=== design 1 ===
design_1/final_placement.png
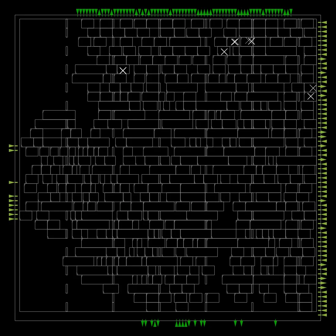

[config.mk]
export PLATFORM = sky130hd
export DESIGN_NAME = regfile_write_arbiter_flat
export DESIGN_NICKNAME = d
export VERILOG_FILES = /design/src/rtl/regfile_write_arbiter_pkg.sv /design/src/rtl/regfile_write_arbiter_if.sv /design/src/rtl/regfile_write_arbiter_rr_arbiter.sv /design/src/rtl/regfile_write_arbiter.sv /design/src/flat_wrapper.sv
export SDC_FILE = /design/constraint.sdc
export NUM_CORES = 1
export LEC_CHECK = 0
export CORE_MARGIN = 1
export CORE_UTILIZATION = 34
export CTS_CLUSTER_SIZE = 10
export DETAILED_ROUTE_END_ITERATION = 6
export HOLD_SLACK_MARGIN = 0.08
export PLACE_DENSITY = 0.87
export SLEW_MARGIN = 10
export SYNTH_ARGS = -nofsm -noshare
export SYNTH_HDL_FRONTEND = slang
export SYNTH_SLANG_ARGS = --single-unit
[constraint.sdc]
create_clock -name Clock -period 2.51 [get_ports Clock]
set_input_delay 0.3765 -clock Clock [delete_from_list [all_inputs] [get_ports Clock]]
set_output_delay 0.3765 -clock Clock [all_outputs]
set_load 0.02 [all_outputs]
[src/rtl/regfile_write_arbiter_pkg.sv]
// Shared widths, FSM state type and write-beat record for the register file write arbiter.
// The register file is 32 entries of 32 bits, addressed by a 5-bit index.
package regwr_pkg;

    localparam int ADDR_W = 5;
    localparam int DATA_W = 32;
    localparam int NREG   = 32;

    localparam logic [ADDR_W-1:0] CLEAR_LAST = ADDR_W'(NREG - 1);

    typedef enum logic {
        IDLE  = 1'b0,
        CLEAR = 1'b1
    } state_t;

    // One registered beat on the register file write port.
    typedef struct packed {
        logic              en;
        logic [ADDR_W-1:0] addr;
        logic [DATA_W-1:0] data;
    } wrBeat_t;

endpackage

[src/rtl/regfile_write_arbiter_if.sv]
// Requester handshake, clear control and register file write port, bundled as one interface.
// The slave modport is the arbiter's view; master is the view of whatever drives the requests.
interface regfile_write_arbiter_if
    import regwr_pkg::*;
#(
    parameter int NREQ = 3
);

    logic [NREQ-1:0]        ReqValid;
    logic [NREQ-1:0]        ReqReady;
    logic [NREQ*ADDR_W-1:0] ReqAddr;
    logic [NREQ*DATA_W-1:0] ReqData;
    logic                   ClearStart;
    logic                   Busy;
    logic                   ClearDone;
    logic [DATA_W-1:0]      WrData;
    logic [ADDR_W-1:0]      WrAddr;
    logic                   WrEn;

    modport master (
        output ReqValid, ReqAddr, ReqData, ClearStart,
        input  ReqReady, Busy, ClearDone, WrData, WrAddr, WrEn
    );

    modport slave (
        input  ReqValid, ReqAddr, ReqData, ClearStart,
        output ReqReady, Busy, ClearDone, WrData, WrAddr, WrEn
    );

endinterface

[src/rtl/regfile_write_arbiter_rr_arbiter.sv]
// Combinational round-robin picker: first asserted request at or after ptr, wrapping modulo N.
// ptr is assumed to stay below N.
module rr_arbiter #(
    parameter int N = 3,
    parameter int W = $clog2(N)
) (
    input  logic [N-1:0] req,
    input  logic [W-1:0] ptr,
    output logic [N-1:0] grant,
    output logic [W-1:0] grantIdx
);

    logic         found;
    logic [W:0]   sum;
    logic [W-1:0] idx;

    always_comb begin
        grant    = '0;
        grantIdx = '0;
        found    = 1'b0;
        sum      = '0;
        idx      = '0;
        for (int i = 0; i < N; i++) begin
            // One extra bit keeps ptr+i exact before the modulo-N fold.
            sum = {1'b0, ptr} + (W+1)'(i);
            if (sum >= (W+1)'(N)) begin
                sum = sum - (W+1)'(N);
            end
            idx = sum[W-1:0];
            if (!found && req[idx]) begin
                found       = 1'b1;
                grant[idx]  = 1'b1;
                grantIdx    = idx;
            end
        end
    end

endmodule

[src/rtl/regfile_write_arbiter.sv]
// Round-robin arbiter and clear sequencer in front of the 32x32 register file write port.
// Write port outputs are registered: a handshake in one cycle drives the register file the next.
//
//  state | meaning
//  ------+---------------------------------------------------------------
//  IDLE  | grant at most one requester per cycle, round-robin from rrPtr
//  CLEAR | write zero to addresses 0..31, one per cycle, requests stalled
module regfile_write_arbiter
    import regwr_pkg::*;
#(
    parameter int NREQ       = 3,
    parameter bit PROTECT_R0 = 1'b1
) (
    input  logic                    Clock,
    input  logic                    Reset,
    regfile_write_arbiter_if.slave  bus
);

    localparam int PTR_W = $clog2(NREQ);

    state_t            state;
    state_t            stateNxt;
    logic [ADDR_W-1:0] clearCnt;
    logic [ADDR_W-1:0] clearCntNxt;
    logic [PTR_W-1:0]  rrPtr;
    logic [PTR_W-1:0]  rrPtrNxt;
    logic              clearDoneQ;
    logic              clearDoneNxt;
    wrBeat_t           wrQ;
    wrBeat_t           wrNxt;

    logic [NREQ-1:0]   grant;
    logic [PTR_W-1:0]  grantIdx;
    logic [NREQ-1:0]   reqReady;
    logic [ADDR_W-1:0] selAddr;
    logic [DATA_W-1:0] selData;

    rr_arbiter #(
        .N (NREQ),
        .W (PTR_W)
    ) uArb (
        .req      (bus.ReqValid),
        .ptr      (rrPtr),
        .grant    (grant),
        .grantIdx (grantIdx)
    );

    // The grant is one-hot, so an OR of masked fields is the selected requester's fields.
    always_comb begin
        selAddr = '0;
        selData = '0;
        for (int i = 0; i < NREQ; i++) begin
            if (grant[i]) begin
                selAddr = selAddr | bus.ReqAddr[i*ADDR_W +: ADDR_W];
                selData = selData | bus.ReqData[i*DATA_W +: DATA_W];
            end
        end
    end

    always_ff @(posedge Clock or negedge Reset) begin
        if (!Reset) begin
            state <= IDLE;
        end else begin
            state <= stateNxt;
        end
    end

    always_comb begin
        stateNxt = state;
        unique case (state)
            IDLE: begin
                if (bus.ClearStart) begin
                    stateNxt = CLEAR;
                end
            end
            CLEAR: begin
                if (clearCnt == CLEAR_LAST) begin
                    stateNxt = IDLE;
                end
            end
            default: stateNxt = IDLE;
        endcase
    end

    // Computes the next registered write beat; in CLEAR the registered address always equals clearCnt.
    always_comb begin
        wrNxt        = wrQ;
        wrNxt.en     = 1'b0;
        clearCntNxt  = clearCnt;
        rrPtrNxt     = rrPtr;
        clearDoneNxt = 1'b0;
        reqReady     = '0;
        unique case (state)
            IDLE: begin
                if (bus.ClearStart) begin
                    clearCntNxt = '0;
                    wrNxt.en    = 1'b1;
                    wrNxt.addr  = '0;
                    wrNxt.data  = '0;
                end else if (|grant) begin
                    reqReady   = grant;
                    wrNxt.en   = !(PROTECT_R0 && (selAddr == '0));
                    wrNxt.addr = selAddr;
                    wrNxt.data = selData;
                    rrPtrNxt   = (grantIdx == PTR_W'(NREQ - 1)) ? '0 : grantIdx + PTR_W'(1);
                end
            end
            CLEAR: begin
                wrNxt.data = '0;
                if (clearCnt == CLEAR_LAST) begin
                    clearCntNxt  = '0;
                    clearDoneNxt = 1'b1;
                end else begin
                    clearCntNxt = clearCnt + ADDR_W'(1);
                    wrNxt.en    = 1'b1;
                    wrNxt.addr  = clearCnt + ADDR_W'(1);
                end
            end
            default: ;
        endcase
    end

    always_ff @(posedge Clock or negedge Reset) begin
        if (!Reset) begin
            clearCnt   <= '0;
            rrPtr      <= '0;
            clearDoneQ <= 1'b0;
            wrQ        <= '0;
        end else begin
            clearCnt   <= clearCntNxt;
            rrPtr      <= rrPtrNxt;
            clearDoneQ <= clearDoneNxt;
            wrQ        <= wrNxt;
        end
    end

    assign bus.ReqReady  = Reset ? reqReady : '0;
    assign bus.Busy      = (state == CLEAR);
    assign bus.ClearDone = clearDoneQ;
    assign bus.WrEn      = wrQ.en;
    assign bus.WrAddr    = wrQ.addr;
    assign bus.WrData    = wrQ.data;

endmodule

[src/flat_wrapper.sv]
// flat-port wrapper written by rule: the top's interface ports become plain ports
module regfile_write_arbiter_flat import regwr_pkg::*;
#(
    parameter int NREQ       = 3,
    parameter bit PROTECT_R0 = 1'b1
)
  (Clock, Reset, bus_ReqValid, bus_ReqAddr, bus_ReqData, bus_ClearStart, bus_ReqReady, bus_Busy, bus_ClearDone, bus_WrData, bus_WrAddr, bus_WrEn);
  regfile_write_arbiter_if #(.NREQ(NREQ)) bus_i ();
  input  logic Clock;
  input  logic Reset;
  input wire logic [$bits(bus_i.ReqValid)-1:0] bus_ReqValid;
  input wire logic [$bits(bus_i.ReqAddr)-1:0] bus_ReqAddr;
  input wire logic [$bits(bus_i.ReqData)-1:0] bus_ReqData;
  input wire logic [$bits(bus_i.ClearStart)-1:0] bus_ClearStart;
  output wire logic [$bits(bus_i.ReqReady)-1:0] bus_ReqReady;
  output wire logic [$bits(bus_i.Busy)-1:0] bus_Busy;
  output wire logic [$bits(bus_i.ClearDone)-1:0] bus_ClearDone;
  output wire logic [$bits(bus_i.WrData)-1:0] bus_WrData;
  output wire logic [$bits(bus_i.WrAddr)-1:0] bus_WrAddr;
  output wire logic [$bits(bus_i.WrEn)-1:0] bus_WrEn;
  assign bus_i.ReqValid = bus_ReqValid;
  assign bus_i.ReqAddr = bus_ReqAddr;
  assign bus_i.ReqData = bus_ReqData;
  assign bus_i.ClearStart = bus_ClearStart;
  assign bus_ReqReady = bus_i.ReqReady;
  assign bus_Busy = bus_i.Busy;
  assign bus_ClearDone = bus_i.ClearDone;
  assign bus_WrData = bus_i.WrData;
  assign bus_WrAddr = bus_i.WrAddr;
  assign bus_WrEn = bus_i.WrEn;
  regfile_write_arbiter #(.NREQ(NREQ), .PROTECT_R0(PROTECT_R0)) u_core (.Clock(Clock), .Reset(Reset), .bus(bus_i));
endmodule
=== design 2 ===
File: src/rtl/key_code_gen.sv
// Three-button code generator: debounced up/down/mode keys drive a 3-bit code
// for a 3-to-8 decoder, either stepped by hand or advanced automatically.
module key_code_gen #(
  parameter int CNT_DEB_MAX  = 999_999,
  parameter int CNT_STEP_MAX = 24_999_999
) (
  input  logic sys_clk,
  input  logic sys_rst_n,
  input  logic key_up,
  input  logic key_down,
  input  logic key_mode,
  output logic out1,
  output logic out2,
  output logic out3,
  output logic mode_led
);

  localparam int DEB_W  = $clog2(CNT_DEB_MAX + 1);
  localparam int STEP_W = $clog2(CNT_STEP_MAX + 1);
  localparam logic [DEB_W-1:0]  DEB_MAX  = DEB_W'(CNT_DEB_MAX);
  localparam logic [DEB_W-1:0]  DEB_HIT  = DEB_W'(CNT_DEB_MAX - 1);
  localparam logic [STEP_W-1:0] STEP_MAX = STEP_W'(CNT_STEP_MAX);

  typedef enum logic {
    MODE_MANUAL = 1'b0,
    MODE_AUTO   = 1'b1
  } mode_e;

  // Key lanes: bit 0 = up, bit 1 = down, bit 2 = mode.
  logic [2:0]       keys_s;
  logic [2:0]       meta_q;
  logic [2:0]       sync_q;
  logic [DEB_W-1:0] deb_cnt_q [3];
  logic [DEB_W-1:0] deb_cnt_d [3];
  logic [2:0]       pulse_s;

  mode_e             mode_q, mode_d;
  logic [2:0]        code_q, code_d;
  logic [STEP_W-1:0] step_q, step_d;

  assign keys_s = {key_mode, key_down, key_up};

  always_ff @(posedge sys_clk or negedge sys_rst_n) begin
    if (!sys_rst_n) begin
      meta_q <= 3'b111;
      sync_q <= 3'b111;
    end else begin
      meta_q <= keys_s;
      sync_q <= meta_q;
    end
  end

  // Counter saturates at DEB_MAX, so the DEB_HIT match fires once per hold.
  always_comb begin
    for (int k = 0; k < 3; k++) begin
      deb_cnt_d[k] = deb_cnt_q[k];
      pulse_s[k]   = 1'b0;
      if (sync_q[k]) begin
        deb_cnt_d[k] = {DEB_W{1'b0}};
      end else if (deb_cnt_q[k] < DEB_MAX) begin
        deb_cnt_d[k] = deb_cnt_q[k] + DEB_W'(1);
      end else begin
        deb_cnt_d[k] = deb_cnt_q[k];
      end
      pulse_s[k] = ~sync_q[k] & (deb_cnt_q[k] == DEB_HIT);
    end
  end

  always_ff @(posedge sys_clk or negedge sys_rst_n) begin
    if (!sys_rst_n) begin
      for (int k = 0; k < 3; k++) begin
        deb_cnt_q[k] <= {DEB_W{1'b0}};
      end
    end else begin
      for (int k = 0; k < 3; k++) begin
        deb_cnt_q[k] <= deb_cnt_d[k];
      end
    end
  end

  // A mode toggle takes priority and freezes the code for that clock.
  always_comb begin
    mode_d = mode_q;
    code_d = code_q;
    step_d = step_q;
    if (pulse_s[2]) begin
      mode_d = (mode_q == MODE_AUTO) ? MODE_MANUAL : MODE_AUTO;
      step_d = {STEP_W{1'b0}};
    end else begin
      case (mode_q)
        MODE_AUTO: begin
          if (step_q == STEP_MAX) begin
            step_d = {STEP_W{1'b0}};
            code_d = code_q + 3'd1;
          end else begin
            step_d = step_q + STEP_W'(1);
          end
        end
        MODE_MANUAL: begin
          step_d = {STEP_W{1'b0}};
          if (pulse_s[0] && !pulse_s[1]) begin
            code_d = code_q + 3'd1;
          end else if (pulse_s[1] && !pulse_s[0]) begin
            code_d = code_q - 3'd1;
          end else begin
            code_d = code_q;
          end
        end
        default: begin
          mode_d = MODE_MANUAL;
          step_d = {STEP_W{1'b0}};
        end
      endcase
    end
  end

  always_ff @(posedge sys_clk or negedge sys_rst_n) begin
    if (!sys_rst_n) begin
      mode_q <= MODE_MANUAL;
      code_q <= 3'd0;
      step_q <= {STEP_W{1'b0}};
    end else begin
      mode_q <= mode_d;
      code_q <= code_d;
      step_q <= step_d;
    end
  end

  assign out1     = code_q[2];
  assign out2     = code_q[1];
  assign out3     = code_q[0];
  assign mode_led = (mode_q == MODE_AUTO);

endmodule
File: config.mk
export PLATFORM = sky130hd
export DESIGN_NAME = key_code_gen
export DESIGN_NICKNAME = d
export VERILOG_FILES = /design/src/rtl/key_code_gen.sv
export SDC_FILE = /design/constraint.sdc
export NUM_CORES = 1
export LEC_CHECK = 0
export CORE_ASPECT_RATIO = 1.5
export CORE_MARGIN = 1.5
export CORE_UTILIZATION = 56
export CTS_BUF_LIST = sky130_fd_sc_hd__clkbuf_8 sky130_fd_sc_hd__clkbuf_16
export DETAILED_ROUTE_END_ITERATION = 8
export PLACE_DENSITY = 0.76
export SYNTH_ARGS = -nofsm -noshare
export SYNTH_HDL_FRONTEND = slang
export SYNTH_SLANG_ARGS = --single-unit
export TNS_END_PERCENT = 50
File: constraint.sdc
create_clock -name sys_clk -period 2.1 [get_ports sys_clk]
set_clock_uncertainty 0.2 [all_clocks]
set_input_delay 0.21 -clock sys_clk [delete_from_list [all_inputs] [get_ports sys_clk]]
set_output_delay 0.21 -clock sys_clk [all_outputs]
set_load 0.01 [all_outputs]
=== design 3 ===
===== src/rtl/nibble_serializer.sv =====
// nibble_serializer
// Accepts bytes on a valid/ready input port, buffers them in a small byte
// FIFO, and emits each byte as two 4-bit nibbles on a valid/ready output port.
// The output stage is a registered byte plus a three-state FSM (IDLE, FIRST,
// SECOND). Back-to-back bytes stream without bubbles when READY_IN stays high.
//
// Parameters:
//   DEPTH      byte FIFO entries (power of two, >= 2)
//   MSN_FIRST  1: nibble [7:4] goes out first, 0: nibble [3:0] goes out first
//   CNT_W      width of FIFO_COUNT, log2(DEPTH)+1
//
// Ports:
//   CLK         clock, all state updates on posedge
//   RESET       synchronous active-high reset
//   DATA_IN     byte from upstream
//   VALID_IN    DATA_IN valid
//   READY_OUT   a byte can be accepted this cycle
//   DATA_OUT    nibble to downstream (0 while VALID_OUT=0)
//   VALID_OUT   DATA_OUT valid
//   READY_IN    downstream accepts a nibble this cycle
//   FIFO_COUNT  bytes held in the FIFO, output stage excluded
module nibble_serializer #(
    parameter int DEPTH     = 4,
    parameter int MSN_FIRST = 1,
    parameter int CNT_W     = 3
) (
    input  logic             CLK,
    input  logic             RESET,
    input  logic [7:0]       DATA_IN,
    input  logic             VALID_IN,
    output logic             READY_OUT,
    output logic [3:0]       DATA_OUT,
    output logic             VALID_OUT,
    input  logic             READY_IN,
    output logic [CNT_W-1:0] FIFO_COUNT
);

    localparam int AW = $clog2(DEPTH);
    localparam logic [CNT_W-1:0] FULL = CNT_W'(DEPTH);

    typedef enum logic [1:0] {
        IDLE   = 2'd0,
        FIRST  = 2'd1,
        SECOND = 2'd2
    } state_t;

    state_t           state;
    state_t           state_next;
    logic [7:0]       mem [DEPTH];
    logic [AW-1:0]    wr_ptr;
    logic [AW-1:0]    rd_ptr;
    logic [CNT_W-1:0] count;
    logic [7:0]       byte_p0;
    logic             push;
    logic             pop;
    logic             fifo_empty;

    function automatic logic [3:0] first_nibble(input logic [7:0] b);
        return (MSN_FIRST != 0) ? b[7:4] : b[3:0];
    endfunction

    function automatic logic [3:0] second_nibble(input logic [7:0] b);
        return (MSN_FIRST != 0) ? b[3:0] : b[7:4];
    endfunction

    assign fifo_empty = (count == '0);
    assign READY_OUT  = !RESET && (count < FULL);
    assign push       = VALID_IN && READY_OUT;
    assign FIFO_COUNT = count;

    // Output stage: VALID_OUT is implied by FIRST/SECOND, so a transfer in
    // those states reduces to READY_IN alone.
    always_comb begin
        state_next = state;
        pop        = 1'b0;
        VALID_OUT  = 1'b0;
        DATA_OUT   = 4'h0;
        case (state)
            IDLE: begin
                if (!fifo_empty) begin
                    pop        = 1'b1;
                    state_next = FIRST;
                end
            end
            FIRST: begin
                VALID_OUT = 1'b1;
                DATA_OUT  = first_nibble(byte_p0);
                if (READY_IN) begin
                    state_next = SECOND;
                end
            end
            SECOND: begin
                VALID_OUT = 1'b1;
                DATA_OUT  = second_nibble(byte_p0);
                if (READY_IN) begin
                    if (!fifo_empty) begin
                        pop        = 1'b1;
                        state_next = FIRST;
                    end else begin
                        state_next = IDLE;
                    end
                end
            end
            default: begin
                state_next = IDLE;
            end
        endcase
    end

    // Control state: FSM, pointers and occupancy.
    always_ff @(posedge CLK) begin
        if (RESET) begin
            state  <= IDLE;
            wr_ptr <= '0;
            rd_ptr <= '0;
            count  <= '0;
        end else begin
            state <= state_next;
            if (push) begin
                wr_ptr <= wr_ptr + 1'b1;
            end
            if (pop) begin
                rd_ptr <= rd_ptr + 1'b1;
            end
            case ({push, pop})
                2'b10:   count <= count + 1'b1;
                2'b01:   count <= count - 1'b1;
                default: count <= count;
            endcase
        end
    end

    // Byte storage and the output-stage byte register carry no reset; the
    // control state above decides whether their contents are meaningful.
    always_ff @(posedge CLK) begin
        if (push) begin
            mem[wr_ptr] <= DATA_IN;
        end
        if (pop) begin
            byte_p0 <= mem[rd_ptr];
        end
    end

endmodule


===== config.mk =====
export PLATFORM = sky130hd
export DESIGN_NAME = nibble_serializer
export DESIGN_NICKNAME = d
export VERILOG_FILES = /design/src/rtl/nibble_serializer.sv
export SDC_FILE = /design/constraint.sdc
export NUM_CORES = 1
export LEC_CHECK = 0
export CAP_MARGIN = 25
export CELL_PAD_IN_SITES_DETAIL_PLACEMENT = 2
export CELL_PAD_IN_SITES_GLOBAL_PLACEMENT = 2
export CORE_AREA = 2 2 75 77
export CTS_CLUSTER_DIAMETER = 60
export DETAILED_ROUTE_END_ITERATION = 10
export DIE_AREA = 0 0 77 79
export PLACE_DENSITY = 0.73
export SLEW_MARGIN = 20
export SYNTH_ARGS = -nofsm -noshare
export SYNTH_HDL_FRONTEND = slang
export SYNTH_SLANG_ARGS = --single-unit
export TNS_END_PERCENT = 5

===== constraint.sdc =====
create_clock -name CLK -period 3.15 [get_ports CLK]
set_input_delay 0.63 -clock CLK [delete_from_list [all_inputs] [get_ports CLK]]
set_output_delay 0.63 -clock CLK [all_outputs]
set_load 0.03 [all_outputs]

design_2/metal_stack.png
Bar = 20 um.
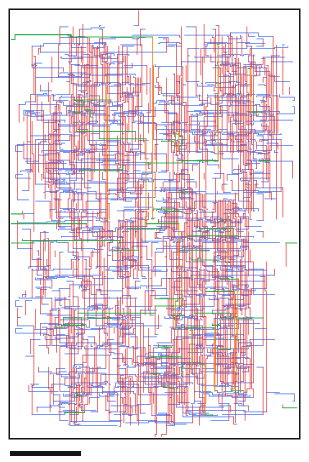
[met4] orange | wire length: 301 um
[met1] blue | wire length: 5170 um
[met2] red | wire length: 7140 um
[met3] green | wire length: 446 um

==> flow_metrics.env, design 2 <==
# source this file to load flow results
export IMPL_path_class="reg -> reg"
export IMPL_final_period_utilization_pct=109
export IMPL_firstDrtPassIters=6
export IMPL_hold_worst_slack_ps=69.7
export IMPL_yosysWarnings=0
export IMPL_layout_min_cycle_time_ps=2290
export IMPL_final_critical_path_setup_slack_ps=-189
export IMPL_grt_overflow_total=0
export IMPL_register_share_after_synthesis_pct=46.6
export IMPL_power_total_mw=3.64
export IMPL_setup_tns_ps=-2220
export IMPL_clock_sink_count=95
export IMPL_clock_latency_on_the_worst_skew_pair_ps=350
export IMPL_wl_met1_um=5170
export IMPL_highest_layer="met4"
export IMPL_initialDrtViolationCount=236
export IMPL_pg_clk_mw=1.62
export IMPL_proportion_of_total_power_due_to_net_switching_pct=21.8
export IMPL_finalSetupViolCount=25
export IMPL_global_route_usage_met1_pct=30.3
export IMPL_status="finished, violations left"
export IMPL_violations="negative setup slack"
export IMPL_mappedNetlistNets=554
export IMPL_power_share_clock_pct=44.4
export IMPL_antenna_found_initial=0
export IMPL_cap_violations=0
==> design 2: area by class of cell <==
type | count | area, um^2
multi-input cells | 402 | 3000
flip-flops and latches | 95 | 2390
fillers | 577 | 2230
repair buffers | 89 | 758
clock buffers | 10 | 239
well taps | 110 | 138
inverters | 21 | 78.8
clock inverters | 6 | 53.8
==> design 2: layout by cell type, fill, tap and decap left out, drive strengths merged, types with 2 or more instances in the layout <==
cell,instances
dfrtp,89
xnor2,48
o21ai,9
nand2,26
and3,9
nor4,13
or3,11
a2111oi,2
nand2b,4
o211ai,2
nor4b,7
nor2,86
or2,2
o31ai,9
clkbuf,10
clkdlybuf4s50,7
mux2,9
and2,3
ha,10
a21oi,20
dfstp,6
nand4,24
a31o,2
xor2,6
or4,8
buf,81
a311oi,4
nor2b,9
and4,10
inv,24
a31oi,2
nand3,28
a211oi,6
nor3,21
==> design 2: registers in the layout, summed over array words and instances (netlist names) <==
register,flops
sync_q,3
mode_led,1
deb_cnt_q,60
meta_q,3
step_q,25
code_q,3
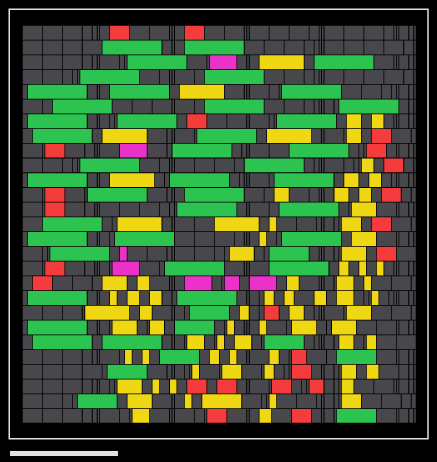
design_3/cell_classes.png
Bar = 20 um. Fill, decap, tap and diode cells in gray.
[flops] green | cells: 49 | share of their area: 59%
[all other logic] yellow | cells: 76 | share of their area: 28%
[other buffers and delay cells] red | cells: 23 | share of their area: 9.5%
[clock drivers and dummy loads] magenta | cells: 7 | share of their area: 3.4%

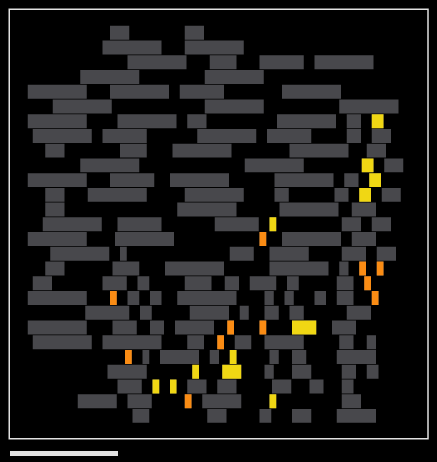
design_3/gate_families.png
Bar = 20 um.
[inverters] orange | cells: 11
[NOR gates] yellow | cells: 12

==> flow_metrics.env, design 3 <==
# source this file to load flow results
export IMPL_globalplace_congestion=0.756
export IMPL_combinationalPower_mw=0.676
export IMPL_cts_root_buf="sky130_fd_sc_hd__clkbuf_8"
export IMPL_mappedNetlistNets=151
export IMPL_antenna_left=0
export IMPL_crit_top_cell="sky130_fd_sc_hd__clkdlybuf4s50_1"
export IMPL_sh_comb_area_pct=25.7
export IMPL_pg_seq_mw=0.949
export IMPL_nonClkBufAreaFrac_pct=9.12
export IMPL_n_fill_cell=535
export IMPL_syn_inst=128
export IMPL_total_inserted_antenna_cells=0
export IMPL_antenna_found_initial=0
export IMPL_dominant_cells="flip-flops and latches"
export IMPL_finalInstanceArea_um2=2440
export IMPL_clock_latency_on_the_worst_skew_pair_ps=300
export IMPL_ir_worst_vdd_mv=0.268
export IMPL_clock_skew_ps=4.55
export IMPL_overall_global_routing_usage_pct=14.7
export IMPL_mi_logic_area_um2=627
export IMPL_syn_area_um2=2060
export IMPL_firstDrtPassIters=4
export IMPL_layout_min_cycle_time_ps=2650
export IMPL_dp_hpwl_um=2820
export IMPL_clock_tree_area_fraction_pct=3.28
export IMPL_worstSetupEndpointType="primary output"
export IMPL_status="completed"
export IMPL_area_share_sequential_pct=56.6
export IMPL_power_share_sequential_pct=48.1
export IMPL_top_level_ports=21
export IMPL_number_of_buffers_created_by_cts=5
## design 3: path summary, 6_finish.rpt
kind / start / end / slack [ps] / depth (start not counted)
worst min-delay path: state[1]$_SDFFE_PP0P_ / state[1]$_SDFFE_PP0P_ / 540 / 2
worst max register to register: state[0]$_SDFFE_PP0P_ / FIFO_COUNT[2]$_SDFFE_PP0P_ / 640 / 10
worst max-delay path: RESET / READY_OUT / 500 / 4
worst min register to register: state[1]$_SDFFE_PP0P_ / state[1]$_SDFFE_PP0P_ / 540 / 2
## design 3: logic make-up after synthesis
logic type | count (synthesis) | synth area share, %
xor+xnor | 3 | 1.27
fa+ha+maj | 11 | 7.03
simple gates | 26 | 7.82
compound gates | 16 | 5.03
buf+inv | 14 | 2.67
mux | 9 | 9.22
flops | 49 | 66.9
## design 3: state kept, by name (all words and copies together), names as in the netlist
register    count
mem            32
byte_p0         8
FIFO_COUNT      3
rd_ptr          2
state           2
wr_ptr          2
## design 3: routing by layer
layer | vias to the layer above | routed length, um | global-route usage (%)
met1 | 579 | 1600 | 16.3
met4 | 0 | 62 | 5.36
li1 | 527 | - | -
met5 | - | 0 | 0
met2 | 18 | 2160 | 27.1
met3 | 5 | 140 | 3.86
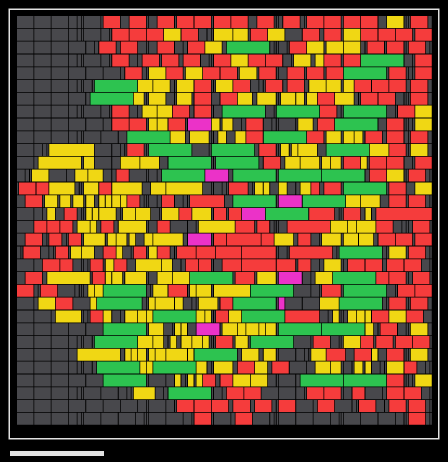
design_1/cell_classes.png
Bar = 20 um. Fill, decap, tap and diode cells in gray.
[clock drivers and dummy loads] magenta | cells: 8 | share of their area: 1.9%
[other buffers and delay cells] red | cells: 216 | share of their area: 42%
[flops] green | cells: 47 | share of their area: 23%
[all other logic] yellow | cells: 204 | share of their area: 33%

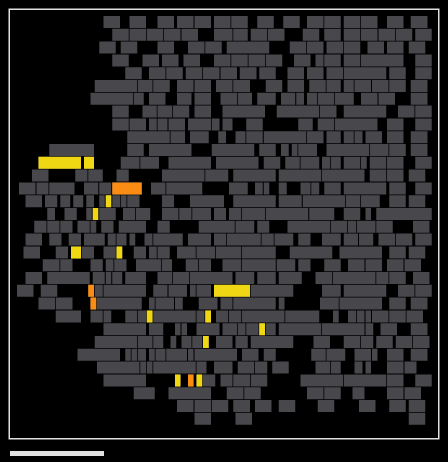
design_1/gate_families.png
Bar = 20 um.
[NOR gates] yellow | cells: 13
[inverters] orange | cells: 4

## Picture notes: design_1/final_placement.png
sequential cell area share: 22.3%
number of sequential cells in the layout: 47
tally of filler cells in the layout: 558
Taps Inserted: 102
area of the core region: 7690 um^2

==> flow_metrics.env, design 1 <==
# source this file to load flow results
export IMPL_status="finished, violations left"
export IMPL_violations="design-rule violations, negative setup slack"
export IMPL_power_total_mw=5.00
export IMPL_fin_util_pct=68.6
export IMPL_synth_distinct_cells=48
export IMPL_drt_drc_violations_left=24
export IMPL_globalplace_congestion=0.864
export IMPL_finalSetupViolCount=43
export IMPL_clock_tree_from_tritoncts="built"
export IMPL_mi_logic_area_um2=1650
export IMPL_critical_path_slowest_cell="sky130_fd_sc_hd__dfrtp_2"
export IMPL_top_area_cell="sky130_fd_sc_hd__dfrtp_1"
export IMPL_gr_usage_met3_pct=5.70
export IMPL_yosysTopAreaCellShare_pct=43.7
export IMPL_worst_path_stages=10
export IMPL_final_clkbuf_count=8
export IMPL_finalNetCount=597
export IMPL_antenna_left=0
export IMPL_nonClockInverterCount=4
export IMPL_final_critical_path_setup_slack_ps=-278
export IMPL_dominant_cells="non-clock buffers"
export IMPL_yosys_stat_area_um2=2690
export IMPL_met2_length_um=5850
export IMPL_cts_setup_buffers=15
-- design 1: cells by family after synthesis --
logic type               share of synthesized area [%]
AND-OR/OR-AND                                     31.4
multiplexers                                      1.49
buffers and inverters                             5.35
flip-flops                                        43.7
XOR/XNOR                                         0.651
adder cells (fa/ha/maj)                           2.79
AND/OR/NAND/NOR                                   14.6
-- design 1: power breakdown --
group	leakage, nW	internal (mW)	total [mW]	switching [mW]
clock	0.0515	0.252	0.494	0.242
sequential	0.619	0.888	0.999	0.111
combinational	1.70	1.79	3.51	1.72
total	2.37	2.93	5.00	2.07
-- design 1: worst reg2reg max path, stage by stage, from the launching register on --
cell	delay, ps
sky130_fd_sc_hd__dfrtp_2	450
sky130_fd_sc_hd__inv_2	90
sky130_fd_sc_hd__ha_4	220
sky130_fd_sc_hd__and3b_2	250
sky130_fd_sc_hd__a311oi_4	310
sky130_fd_sc_hd__o21a_2	210
sky130_fd_sc_hd__o211ai_4	90
sky130_fd_sc_hd__buf_6	160
sky130_fd_sc_hd__a221o_1	350
sky130_fd_sc_hd__or3_4	380
sky130_fd_sc_hd__o21a_1	180

No activity file was given, so power comes from the tool's default toggle rates.
